######## design 1 ########
### Met1 routing, design 1

Scale bar: 20 um.
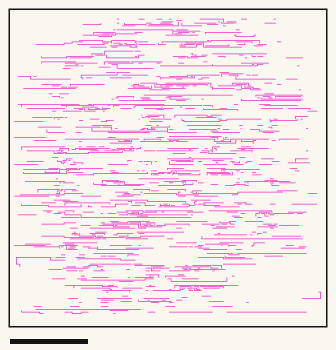
<file path="config.mk">
export PLATFORM = sky130hd
export DESIGN_NAME = clock_edge_meas
export DESIGN_NICKNAME = d
export VERILOG_FILES = /design/src/rtl/clk_meas_pkg.sv /design/src/rtl/sync_edge.sv /design/src/rtl/clock_edge_meas.sv
export SDC_FILE = /design/constraint.sdc
export NUM_CORES = 1
export LEC_CHECK = 0
export ABC_AREA = 0
export ABC_CLOCK_PERIOD_IN_PS = 1600
export CAP_MARGIN = 20
export CORE_MARGIN = 1.5
export CORE_UTILIZATION = 48
export CTS_CLUSTER_DIAMETER = 50
export CTS_CLUSTER_SIZE = 20
export DETAILED_ROUTE_END_ITERATION = 8
export PLACE_DENSITY = 0.74
export SETUP_SLACK_MARGIN = 0.02
export SYNTH_ARGS = -nofsm -noshare
export SYNTH_HDL_FRONTEND = slang
export SYNTH_HIERARCHICAL = 1
export SYNTH_SLANG_ARGS = --single-unit
</file>
<file path="constraint.sdc">
create_clock -name clock -period 1.6 [get_ports clock]
set_clock_uncertainty 0.15 [all_clocks]
set_input_delay 0.16 -clock clock [delete_from_list [all_inputs] [get_ports clock]]
set_output_delay 0.16 -clock clock [all_outputs]
set_load 0.02 [all_outputs]
</file>
<file path="src/rtl/clk_meas_pkg.sv">
`default_nettype none
// ============================================================================
// Package     : clk_meas_pkg
// Description : Shared types and defaults for the clock edge measurement
//               block: measurement FSM state encoding and the default
//               counter width.
// Revision    : 1.0 - initial release
// ============================================================================
package clk_meas_pkg;

  // Default width of the cycle counter and of the measurement outputs.
  localparam int CNT_WIDTH_DEFAULT = 16;

  typedef enum logic [1:0] {
    IDLE   = 2'd0,
    ARMED  = 2'd1,
    LOCKED = 2'd2
  } meas_state_t;

endpackage : clk_meas_pkg
`default_nettype wire

</file>
<file path="src/rtl/sync_edge.sv">
`default_nettype none
// ============================================================================
// Module      : sync_edge
// Description : Brings an asynchronous slow clock level into the clock
//               domain through a flop chain, keeps a registered copy, and
//               derives one-cycle rising/falling strobes that lead the
//               registered level by one cycle.
// Ports       : clock      - system clock
//               reset      - asynchronous active-low reset
//               ext_clk    - asynchronous level, sampled only
//               level      - synchronized, registered copy of ext_clk
//               pos_change - level is 0 now and becomes 1 next cycle
//               neg_change - level is 1 now and becomes 0 next cycle
// Revision    : 1.0 - initial release
// ============================================================================
module sync_edge #(
  parameter int SYNC_STAGES = 2
) (
  input  logic clock,
  input  logic reset,
  input  logic ext_clk,
  output logic level,
  output logic pos_change,
  output logic neg_change
);

  if (SYNC_STAGES < 2 || SYNC_STAGES > 4) begin : g_bad_sync_stages
    $error("sync_edge: SYNC_STAGES must be in 2..4");
  end

  logic [SYNC_STAGES-1:0] sync_q;
  logic                   level_q;
  logic                   sync_w;

  always_ff @(posedge clock or negedge reset) begin
    if (!reset) begin
      sync_q  <= '0;
      level_q <= 1'b0;
    end else begin
      sync_q  <= {sync_q[SYNC_STAGES-2:0], ext_clk};
      level_q <= sync_w;
    end
  end

  assign sync_w = sync_q[SYNC_STAGES-1];

  // The strobes compare the last sync stage with the level register, so they
  // announce the change one cycle before level shows it. Both come from the
  // same two flops and are mutually exclusive by construction.
  assign pos_change = sync_w & ~level_q;
  assign neg_change = ~sync_w & level_q;
  assign level      = level_q;

endmodule : sync_edge
`default_nettype wire

</file>
<file path="src/rtl/clock_edge_meas.sv">
`default_nettype none
// ============================================================================
// Module      : clock_edge_meas
// Description : Receive-side counterpart of a clock divider. Synchronizes a
//               slow external clock level, regenerates pos/neg change
//               strobes, measures period and high time in clock cycles, and
//               flags a stopped input.
// Ports       : clock      - system clock
//               reset      - asynchronous active-low reset
//               ext_clk    - asynchronous slow clock level (sampled only)
//               level      - synchronized copy of ext_clk
//               pos_change - one-cycle rising strobe
//               neg_change - one-cycle falling strobe
//               period     - cycles between the last two rising edges
//               high_time  - cycles high within that period
//               meas_valid - one-cycle pulse when period/high_time update
//               locked     - a full period has been measured since reset or
//                            the last stall
//               stalled    - no rising edge for MAX_COUNT cycles
// Revision    : 1.0 - initial release
// ============================================================================
module clock_edge_meas
  import clk_meas_pkg::*;
#(
  parameter int          SYNC_STAGES = 2,
  parameter int          CNT_WIDTH   = CNT_WIDTH_DEFAULT,
  parameter int unsigned MAX_COUNT   = (2 ** CNT_WIDTH) - 1
) (
  input  logic                 clock,
  input  logic                 reset,
  input  logic                 ext_clk,
  output logic                 level,
  output logic                 pos_change,
  output logic                 neg_change,
  output logic [CNT_WIDTH-1:0] period,
  output logic [CNT_WIDTH-1:0] high_time,
  output logic                 meas_valid,
  output logic                 locked,
  output logic                 stalled
);

  localparam logic [CNT_WIDTH-1:0] CNT_MAX = CNT_WIDTH'(MAX_COUNT);
  localparam logic [CNT_WIDTH-1:0] CNT_ONE = CNT_WIDTH'(1);

  logic                 pos_w;
  logic                 neg_w;
  logic [CNT_WIDTH-1:0] cnt_q;
  logic [CNT_WIDTH-1:0] cnt_d;
  logic [CNT_WIDTH-1:0] cnt_inc_w;
  logic [CNT_WIDTH-1:0] hi_acc_q;
  logic [CNT_WIDTH-1:0] period_q;
  logic [CNT_WIDTH-1:0] high_time_q;
  logic                 meas_valid_q;
  logic                 locked_q;
  logic                 stalled_q;
  meas_state_t          state_q;

  sync_edge #(
    .SYNC_STAGES (SYNC_STAGES)
  ) u_sync_edge (
    .clock      (clock),
    .reset      (reset),
    .ext_clk    (ext_clk),
    .level      (level),
    .pos_change (pos_w),
    .neg_change (neg_w)
  );

  // cnt+1 deliberately wraps in CNT_WIDTH bits: with MAX_COUNT at the
  // all-ones default, a period of 2**CNT_WIDTH cycles reads back as 0.
  assign cnt_inc_w = cnt_q + CNT_ONE;

  // Counter restarts on every rising strobe so that at the next rising strobe
  // it holds (period - 1); it saturates rather than wrapping so a stopped
  // input is detected by reaching CNT_MAX.
  always_comb begin
    cnt_d = cnt_inc_w;
    if (pos_w) begin
      cnt_d = '0;
    end else if (cnt_q == CNT_MAX) begin
      cnt_d = cnt_q;
    end
  end

  always_ff @(posedge clock or negedge reset) begin
    if (!reset) begin
      cnt_q    <= '0;
      hi_acc_q <= '0;
    end else begin
      cnt_q <= cnt_d;
      if (neg_w) begin
        hi_acc_q <= cnt_inc_w;
      end
    end
  end

  // Measurement FSM. The first rising edge only arms (no complete period
  // yet); later edges report. An edge in the same cycle the counter hits
  // CNT_MAX takes priority, so a period of exactly MAX_COUNT+1 is measured.
  always_ff @(posedge clock or negedge reset) begin
    if (!reset) begin
      state_q      <= IDLE;
      period_q     <= '0;
      high_time_q  <= '0;
      meas_valid_q <= 1'b0;
      locked_q     <= 1'b0;
      stalled_q    <= 1'b0;
    end else begin
      meas_valid_q <= 1'b0;
      if (pos_w) begin
        stalled_q <= 1'b0;
        unique case (state_q)
          IDLE: begin
            state_q <= ARMED;
          end
          ARMED, LOCKED: begin
            state_q      <= LOCKED;
            locked_q     <= 1'b1;
            period_q     <= cnt_inc_w;
            high_time_q  <= hi_acc_q;
            meas_valid_q <= 1'b1;
          end
          default: begin
            state_q  <= IDLE;
            locked_q <= 1'b0;
          end
        endcase
      end else if ((cnt_q == CNT_MAX) && (state_q != IDLE)) begin
        // period and high_time are intentionally left holding the last report.
        state_q   <= IDLE;
        locked_q  <= 1'b0;
        stalled_q <= 1'b1;
      end
    end
  end

  assign pos_change = pos_w;
  assign neg_change = neg_w;
  assign period     = period_q;
  assign high_time  = high_time_q;
  assign meas_valid = meas_valid_q;
  assign locked     = locked_q;
  assign stalled    = stalled_q;

endmodule : clock_edge_meas
`default_nettype wire

</file>
==> flow_metrics.py <==
# Auto-generated metrics
metrics = {
    "synthesis": {
        "syn_nets": 249,
        "synthTopCellsByArea": "dfrtp_1 62%, mux2_2 6.6%, xnor2_1 3.9%",
        "async_flop_share_pct": 100,
        "syn_area_sq_um": 2900,
    },
    "clocking": {
        "clkTransAtPathRegs_ns": 0.08,
        "cts_tree": "yes",
    },
    "placed_design": {
        "io_buffer_count": 40,
        "dpl.hpwl_um": 4040,
    },
    "power": {
        "powerClk_mw": 1.81,
        "combPwrFrac_pct": 31.4,
        "powerComb_mw": 1.95,
        "clkPwrFrac_pct": 29.2,
    },
    "timing": {
        "final.min_clock_period_ns": 1.80,
        "setup_slack_ns": -0.196,
        "setup_viol": 32,
    },
    "critical_path": {
        "crit_buf_inv": 0,
        "worstSetupStartpoint": "cnt_q[1]$_DFFE_PN0P_",
        "critical_path_class": "reg2reg",
    },
    "floorplan": {
        "die_h_um": 80.7,
    },
    "grt": {
        "grt_antenna_before_repair": 0,
    },
    "outcome": {
        "violations": "setup timing",
        "status": "finished, violations left",
    },
}
## Picture notes: 'Met1 routing' of design 1
The layer carries 3160 um of wire. The layer holds 42% of the routed length. The wires run mostly horizontal.
vias: 2226
GRT met1 Usage: 29.1%


######## design 2 ########
### Clock nets, design 2

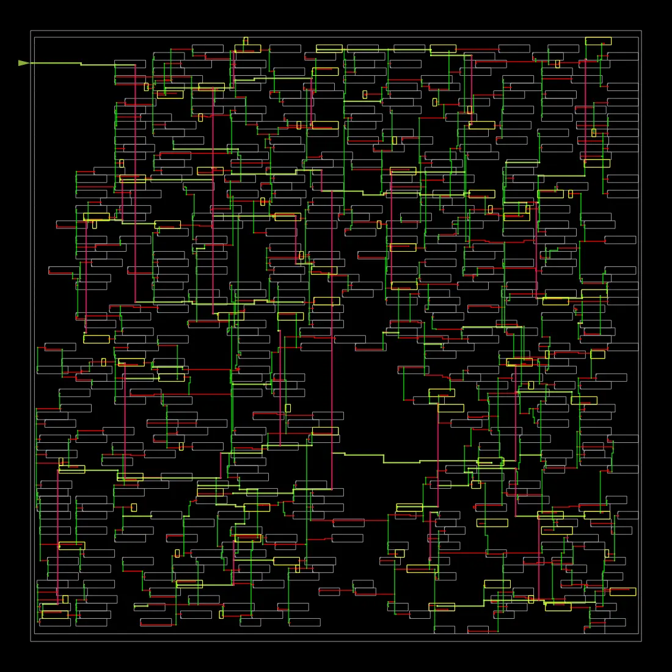
### Met1 routing, design 2

Scale bar: 50 um.
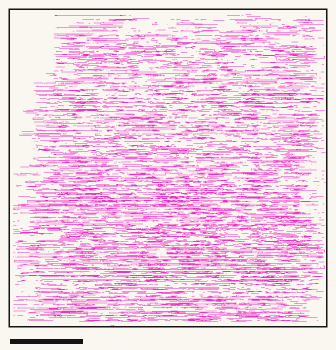
$ cat src/rtl/adc_avg.sv
// rtl/adc_avg.sv - per-channel SAR averager with window status; `define ADC_AVG_PEAK_EN adds peak hold
module adc_avg #(
  parameter int BIT_PTR = 4,
  parameter int N_CH    = 16
) (
  input  logic               clk,
  input  logic               srstz,
  input  logic               i_rpt,
  input  logic [BIT_PTR-1:0] i_ch,
  input  logic [9:0]         i_val,
  input  logic [7:0]         r_wdat,
  input  logic [6:0]         r_wr,
  input  logic [BIT_PTR-1:0] i_rd_ch,
`ifdef ADC_AVG_PEAK_EN
  input  logic               i_rd_pk,
`endif
  output logic [9:0]         o_rd_val,
  output logic               o_vld,
  output logic [BIT_PTR-1:0] o_vch,
  output logic [7:0]         o_avgctl,
  output logic [N_CH-1:0]    o_sta,
  output logic               o_intr
);

  localparam logic [BIT_PTR:0] NCH_W = (BIT_PTR+1)'(N_CH);

  logic              en;
  logic [1:0]        sel;
  logic [7:0]        hithr;
  logic [7:0]        lothr;
  logic [N_CH-1:0]   winen;
  logic [N_CH-1:0]   sta;
  logic              vld;
  logic [BIT_PTR-1:0] vch;

  logic [12:0] acc [N_CH];
  logic [2:0]  cnt [N_CH];
  logic [9:0]  avg [N_CH];
`ifdef ADC_AVG_PEAK_EN
  logic [9:0]  peak [N_CH];
`endif

  logic        ch_ok;
  logic        rd_ok;
  logic        accept;
  logic        done;
  logic [12:0] cur_acc;
  logic [2:0]  cur_cnt;
  logic [2:0]  last_idx;
  logic [2:0]  rnd;
  logic [13:0] sum;
  logic [9:0]  avg_new;
  logic        win_ch;
  logic        out_win;
  logic [N_CH-1:0] sta_set;
  logic [15:0] clr16;
  logic [15:0] winen16;
  logic [15:0] winen_nxt;

  assign ch_ok   = ({1'b0, i_ch} < NCH_W);
  assign rd_ok   = ({1'b0, i_rd_ch} < NCH_W);
  // an AVGCTL write in the same cycle takes priority and drops the sample
  assign accept  = i_rpt & en & ch_ok & ~r_wr[0];
  assign cur_acc = ch_ok ? acc[i_ch] : '0;
  assign cur_cnt = ch_ok ? cnt[i_ch] : '0;
  assign win_ch  = ch_ok ? winen[i_ch] : 1'b0;

  // sample count minus one and rounding constant for the selected average length
  always_comb begin
    last_idx = 3'd0;
    rnd      = 3'd0;
    case (sel)
      2'd1:    begin last_idx = 3'd1; rnd = 3'd1; end
      2'd2:    begin last_idx = 3'd3; rnd = 3'd2; end
      2'd3:    begin last_idx = 3'd7; rnd = 3'd4; end
      default: begin last_idx = 3'd0; rnd = 3'd0; end
    endcase
  end

  assign done    = accept & (cur_cnt == last_idx);
  assign sum     = 14'(cur_acc) + 14'(i_val) + 14'(rnd);
  assign avg_new = 10'(sum >> sel);
  assign out_win = win_ch & ((avg_new[9:2] > hithr) | (avg_new[9:2] < lothr));
  assign sta_set = (done & out_win) ? (N_CH'(1) << i_ch) : '0;

  assign clr16     = {r_wr[2] ? r_wdat : 8'h00, r_wr[1] ? r_wdat : 8'h00};
  assign winen16   = 16'(winen);
  assign winen_nxt = {r_wr[6] ? r_wdat : winen16[15:8], r_wr[5] ? r_wdat : winen16[7:0]};

  // control, threshold, window-enable and sticky status registers
  always_ff @(posedge clk) begin
    if (!srstz) begin
      en    <= 1'b0;
      sel   <= 2'd0;
      hithr <= 8'hff;
      lothr <= 8'h00;
      winen <= '0;
      sta   <= '0;
      vld   <= 1'b0;
      vch   <= '0;
    end else begin
      if (r_wr[0]) begin
        en  <= r_wdat[7];
        sel <= r_wdat[1:0];
      end
      if (r_wr[3]) hithr <= r_wdat;
      if (r_wr[4]) lothr <= r_wdat;
      winen <= winen_nxt[N_CH-1:0];
      sta   <= (sta & ~clr16[N_CH-1:0]) | sta_set;
      vld   <= done;
      if (done) vch <= i_ch;
    end
  end

  // per-channel accumulation and average/peak update
  always_ff @(posedge clk) begin
    if (!srstz) begin
      for (int i = 0; i < N_CH; i++) begin
        acc[i] <= '0;
        cnt[i] <= '0;
        avg[i] <= '0;
`ifdef ADC_AVG_PEAK_EN
        peak[i] <= '0;
`endif
      end
    end else if (r_wr[0]) begin
      for (int i = 0; i < N_CH; i++) begin
        acc[i] <= '0;
        cnt[i] <= '0;
`ifdef ADC_AVG_PEAK_EN
        if (r_wdat[6]) peak[i] <= '0;
`endif
      end
    end else if (accept) begin
      if (done) begin
        avg[i_ch] <= avg_new;
        acc[i_ch] <= '0;
        cnt[i_ch] <= '0;
`ifdef ADC_AVG_PEAK_EN
        if (avg_new > peak[i_ch]) peak[i_ch] <= avg_new;
`endif
      end else begin
        acc[i_ch] <= cur_acc + 13'(i_val);
        cnt[i_ch] <= cur_cnt + 3'd1;
      end
    end
  end

`ifdef ADC_AVG_PEAK_EN
  assign o_rd_val = rd_ok ? (i_rd_pk ? peak[i_rd_ch] : avg[i_rd_ch]) : 10'd0;
`else
  assign o_rd_val = rd_ok ? avg[i_rd_ch] : 10'd0;
`endif
  assign o_vld    = vld;
  assign o_vch    = vch;
  assign o_avgctl = {en, 5'b0, sel};
  assign o_sta    = sta;
  assign o_intr   = |sta;

endmodule

$ cat config.mk
export PLATFORM = sky130hd
export DESIGN_NAME = adc_avg
export DESIGN_NICKNAME = d
export VERILOG_FILES = /design/src/rtl/adc_avg.sv
export SDC_FILE = /design/constraint.sdc
export NUM_CORES = 1
export LEC_CHECK = 0
export CELL_PAD_IN_SITES_DETAIL_PLACEMENT = 2
export CELL_PAD_IN_SITES_GLOBAL_PLACEMENT = 2
export CORE_UTILIZATION = 48
export CTS_CLUSTER_DIAMETER = 150
export DETAILED_ROUTE_END_ITERATION = 10
export GPL_ROUTABILITY_DRIVEN = 0
export PLACE_DENSITY = 0.95
export SLEW_MARGIN = 0
export SYNTH_ARGS = -nofsm -noshare
export SYNTH_HDL_FRONTEND = slang
export SYNTH_SLANG_ARGS = --single-unit
$ cat constraint.sdc
create_clock -name clk -period 11.8 [get_ports clk]
set_input_delay 2.36 -clock clk [delete_from_list [all_inputs] [get_ports clk]]
set_output_delay 2.36 -clock clk [all_outputs]
set_load 0.05 [all_outputs]
==> flow_metrics.py <==
# Auto-generated metrics
metrics = {
    "clocking": {
        "holdBufCountCts": 0,
        "htreeDepth": 2,
    },
    "grt": {
        "grt_antenna_before_repair": 3,
        "overflow": 0,
        "use_met3_pct": 7.38,
    },
    "power": {
        "combPwrFrac_pct": 16.3,
        "power_density_nw_per_um2": 168,
        "swShare_pct": 29.6,
        "ir_drop_v": 0.000136,
    },
    "floorplan": {
        "fp_util_pct": 48.8,
        "die_w_um": 217,
    },
    "synthesis": {
        "yosysTopAreaCellShare_pct": 56.2,
        "mux_area_share_pct": 15.7,
        "logic_family": "multiplexers",
        "synth_area_leader_cell": "edfxtp_1",
    },
    "cells_and_area": {
        "top_register": "acc",
        "fin_nets": 1745,
        "regArea_sq_um": 13600,
        "drive_above_1_share_pct": 16.0,
    },
    "critical_path": {
        "cp_slowest_stage_delay_ns": 0.76,
        "startpoint_type": "primary input",
        "worstSetupStartpoint": "i_ch[0]",
        "timing.rr.end": "o_sta[13]$_SDFF_PN0_",
    },
    "worst_hold_path": {
        "worstHoldPathCells": 2,
    },
    "placed_design": {
        "io_buffer_count": 70,
        "dpl-instance-area_sq_um": 23400,
    },
    "timing": {
        "fin_setup_tns_ns": 0,
    },
    "drt": {
        "dr.first_iter.drc_count": 1964,
    },
    "outcome": {
        "status": "completed",
    },
}
## Picture notes: 'Clock nets' of design 2
CTS Sinks: 472
number of clock-tree buffers in the layout: 66
clk_skew: 0.0245 ns
Flops: 472

## Picture notes: 'Met1 routing' of design 2
The layer carries 30.3 mm of wire. 1704 nets have wire on it. The wires run mostly horizontal. The longest straight run is 48.8 um.
vias: 15957
Total Routed Length: 90500 um
GRT met1 Usage: 44.6%


######## design 3 ########
`config.mk`:
```
export PLATFORM = sky130hd
export DESIGN_NAME = fixp_word_packer
export DESIGN_NICKNAME = d
export VERILOG_FILES = /design/src/rtl/fixp_word_packer.sv
export SDC_FILE = /design/constraint.sdc
export NUM_CORES = 1
export LEC_CHECK = 0
export CAP_MARGIN = 20
export CELL_PAD_IN_SITES_DETAIL_PLACEMENT = 1
export CELL_PAD_IN_SITES_GLOBAL_PLACEMENT = 1
export CORE_MARGIN = 3
export CORE_UTILIZATION = 37
export CTS_BUF_LIST = sky130_fd_sc_hd__clkbuf_8
export DETAILED_ROUTE_END_ITERATION = 8
export GPL_TIMING_DRIVEN = 0
export HOLD_SLACK_MARGIN = 0.06
export PLACE_DENSITY_LB_ADDON = 0.12
export SLEW_MARGIN = 20
export SYNTH_ARGS = -nofsm -noshare
export SYNTH_HDL_FRONTEND = slang
export SYNTH_SLANG_ARGS = --single-unit
```
`constraint.sdc`:
```
create_clock -name clk -period 2.3 [get_ports clk]
set_clock_uncertainty 0.1 [all_clocks]
set_input_delay 0.23 -clock clk [delete_from_list [all_inputs] [get_ports clk]]
set_output_delay 0.23 -clock clk [all_outputs]
set_load 0.005 [all_outputs]
```
`src/rtl/fixp_word_packer.sv`:
```
// Packs integer/fraction word pairs from a 32-bit stream into 64-bit 32.32 beats
// on a registered AXI-stream master, flagging odd-length frames.
module fixp_word_packer #(
  parameter int CNT_W = 32
) (
  input  logic             clk,
  input  logic             rstn,
  input  logic [31:0]      s_tdata,
  input  logic             s_tvalid,
  output logic             s_tready,
  input  logic             s_tlast,
  output logic [63:0]      m_tdata,
  output logic             m_tvalid,
  input  logic             m_tready,
  output logic             m_tlast,
  output logic [CNT_W-1:0] pair_cnt,
  output logic [CNT_W-1:0] frame_cnt,
  output logic [CNT_W-1:0] err_cnt,
  output logic             err_odd
);

  typedef enum logic {S_INT = 1'b0, S_FRAC = 1'b1} state_t;

  state_t      state, state_nxt;
  logic [31:0] hi_reg;
  logic        s_hs;
  logic        m_hs;
  logic        int_take;
  logic        odd_hit;
  logic        frac_take;
  logic        out_free;

  // Handshake: a word transfers on s_tvalid & s_tready, a beat on m_tvalid & m_tready;
  // s_tready never looks at s_tvalid, and in S_FRAC it waits for room in the output register.
  assign out_free = !m_tvalid | m_tready;
  assign m_hs     = m_tvalid & m_tready;

  always_comb begin
    state_nxt = state;
    s_tready  = 1'b1;
    if (state == S_FRAC) s_tready = out_free;
    s_hs      = s_tvalid & s_tready;
    int_take  = s_hs & (state == S_INT) & !s_tlast;
    odd_hit   = s_hs & (state == S_INT) & s_tlast;
    frac_take = s_hs & (state == S_FRAC);
    if (int_take)  state_nxt = S_FRAC;
    if (frac_take) state_nxt = S_INT;
  end

  always_ff @(posedge clk) begin
    if (!rstn) begin
      state     <= S_INT;
      hi_reg    <= '0;
      m_tdata   <= '0;
      m_tvalid  <= 1'b0;
      m_tlast   <= 1'b0;
      err_odd   <= 1'b0;
      pair_cnt  <= '0;
      frame_cnt <= '0;
      err_cnt   <= '0;
    end else begin
      state   <= state_nxt;
      err_odd <= odd_hit;
      if (int_take) hi_reg <= s_tdata;
      // A reload in the same cycle as an unload keeps m_tvalid high with no bubble.
      if (frac_take) begin
        m_tdata  <= {hi_reg, s_tdata};
        m_tvalid <= 1'b1;
        m_tlast  <= s_tlast;
      end else if (m_hs) begin
        m_tvalid <= 1'b0;
      end
      if (m_hs)            pair_cnt  <= pair_cnt + 1'b1;
      if (s_hs && s_tlast) frame_cnt <= frame_cnt + 1'b1;
      if (odd_hit)         err_cnt   <= err_cnt + 1'b1;
    end
  end

endmodule

```
### Clock nets, design 3

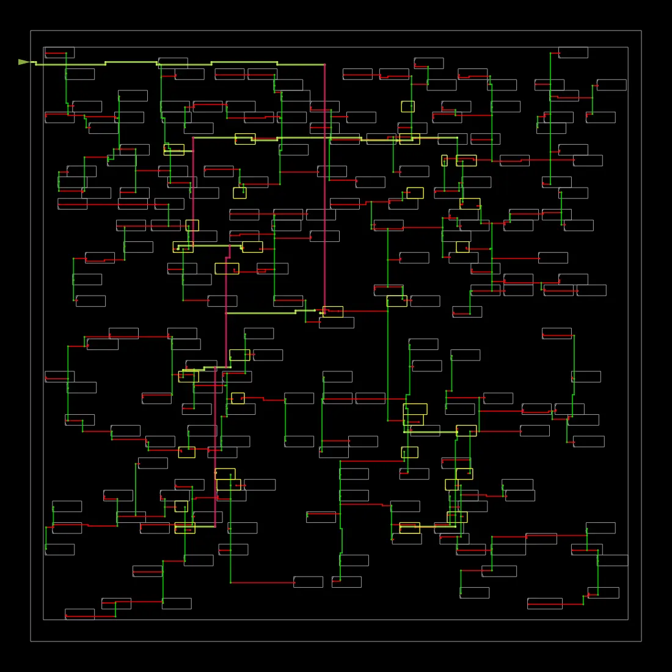
clk ins delay skew pair: 0.48 ns
Flops: 196

### Layout detail, design 3

Scale bar: 20 um. Region (52, 83) to (102, 133) um. Cells in gray, sequential cells in the stronger gray; small squares are vias.
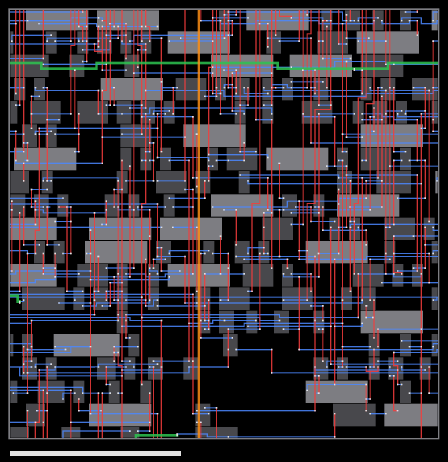
Key: orange = met4; red = met2; green = met3; blue = met1
Most frequent: nand2_1 (51), a21oi_1 (25), dfxtp_1 (25). Netlist names of flops here include m_tdata (14), hi_reg (10). 155 logic cells have their middle in the window. Sequential cells in the window: 26.

### Met1 routing, design 3

Scale bar: 50 um.
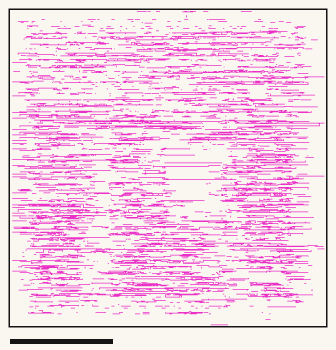
The longest straight run is 50.1 um. 1155 nets have wire on it. The layer holds 47% of the routed length. The layer carries 12300 um of wire. The wires run mostly horizontal.

==> flow_metrics.py <==
# Auto-generated metrics
metrics = {
    "worst_hold_path": {
        "min_from": "m_tready",
        "hold_path_class": "in2reg",
    },
    "outcome": {
        "status": "completed",
    },
    "drt": {
        "viasPerCell": 5.33,
        "dr.first_iter.drc_count": 235,
        "routedWlPerCell_um": 17.3,
        "drtPass1Iterations": 4,
    },
    "synthesis": {
        "yosysTopAreaCellShare_pct": 48.6,
        "ys_cells": 991,
        "ys.flops": 196,
        "synth.avg_cell_area_sq_um": 8.15,
    },
    "critical_path": {
        "startpoint_type": "flip-flop",
        "path_cells": "and3b_4 > inv_1 > buf_4 > clkdlybuf4s50_1",
    },
    "cells_and_area": {
        "n_all_buffers": 276,
        "top_register": "m_tdata",
        "fin_cells": 1507,
        "regArea_sq_um": 3950,
    },
    "power": {
        "swShare_pct": 27.4,
    },
    "placed_design": {
        "dp_slack_ns": -0.840,
    },
    "grt": {
        "overflow": 0,
    },
    "timing": {
        "relSlewSlack_pct": 50.9,
    },
}


==> screenshots <==
Pin placement.
image #1
Scale bar: 50 um. Pins as bars across the die edge, other pins in gray.
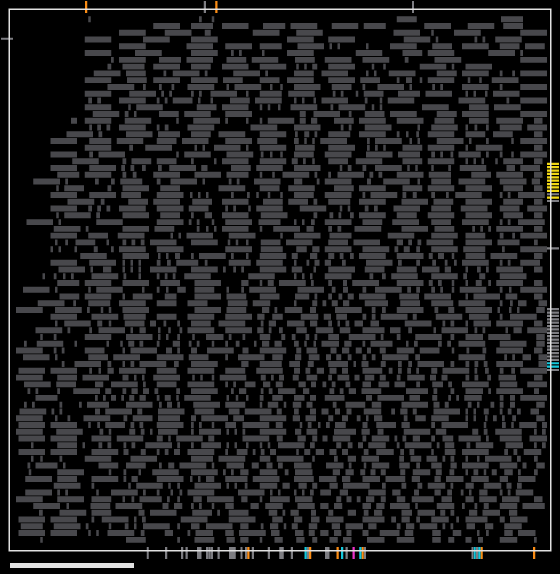
image #2
Scale bar: 50 um. Pins as bars across the die edge, other pins in gray.
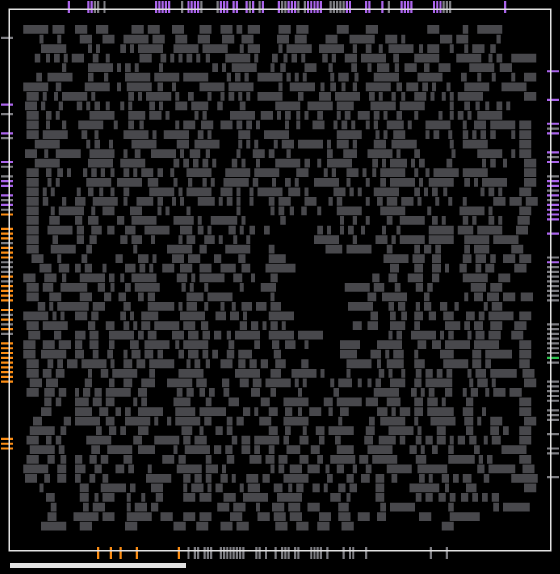
image #3
Scale bar: 20 um. Pins as bars across the die edge, other pins in gray.
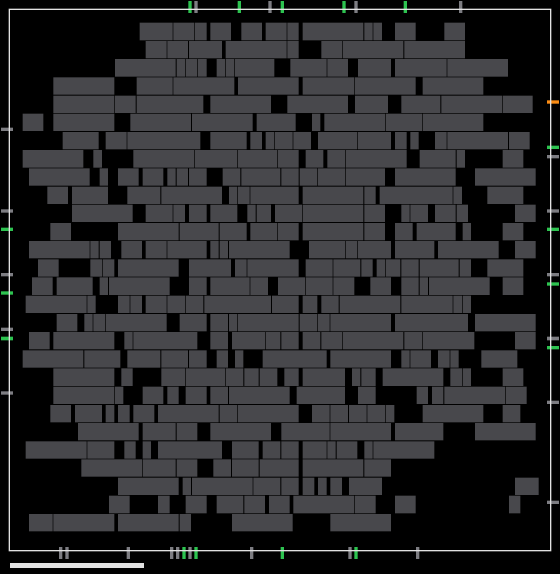
The one with the most pins is image #2.
The one with the fewest pins is image #3.
- design 2 = image #1
- design 1 = image #3
- design 3 = image #2

Key to image #3:
Key: green = period [pins 16, direction output, edge 5 top, 4 bottom, 4 right, 3 left]; orange = meas_valid [pins 1, direction output, edge right]
All pins by edge: 13 bottom, 11 right, 9 top, 8 left.

No activity file was given, so power comes from the tool's default toggle rates.
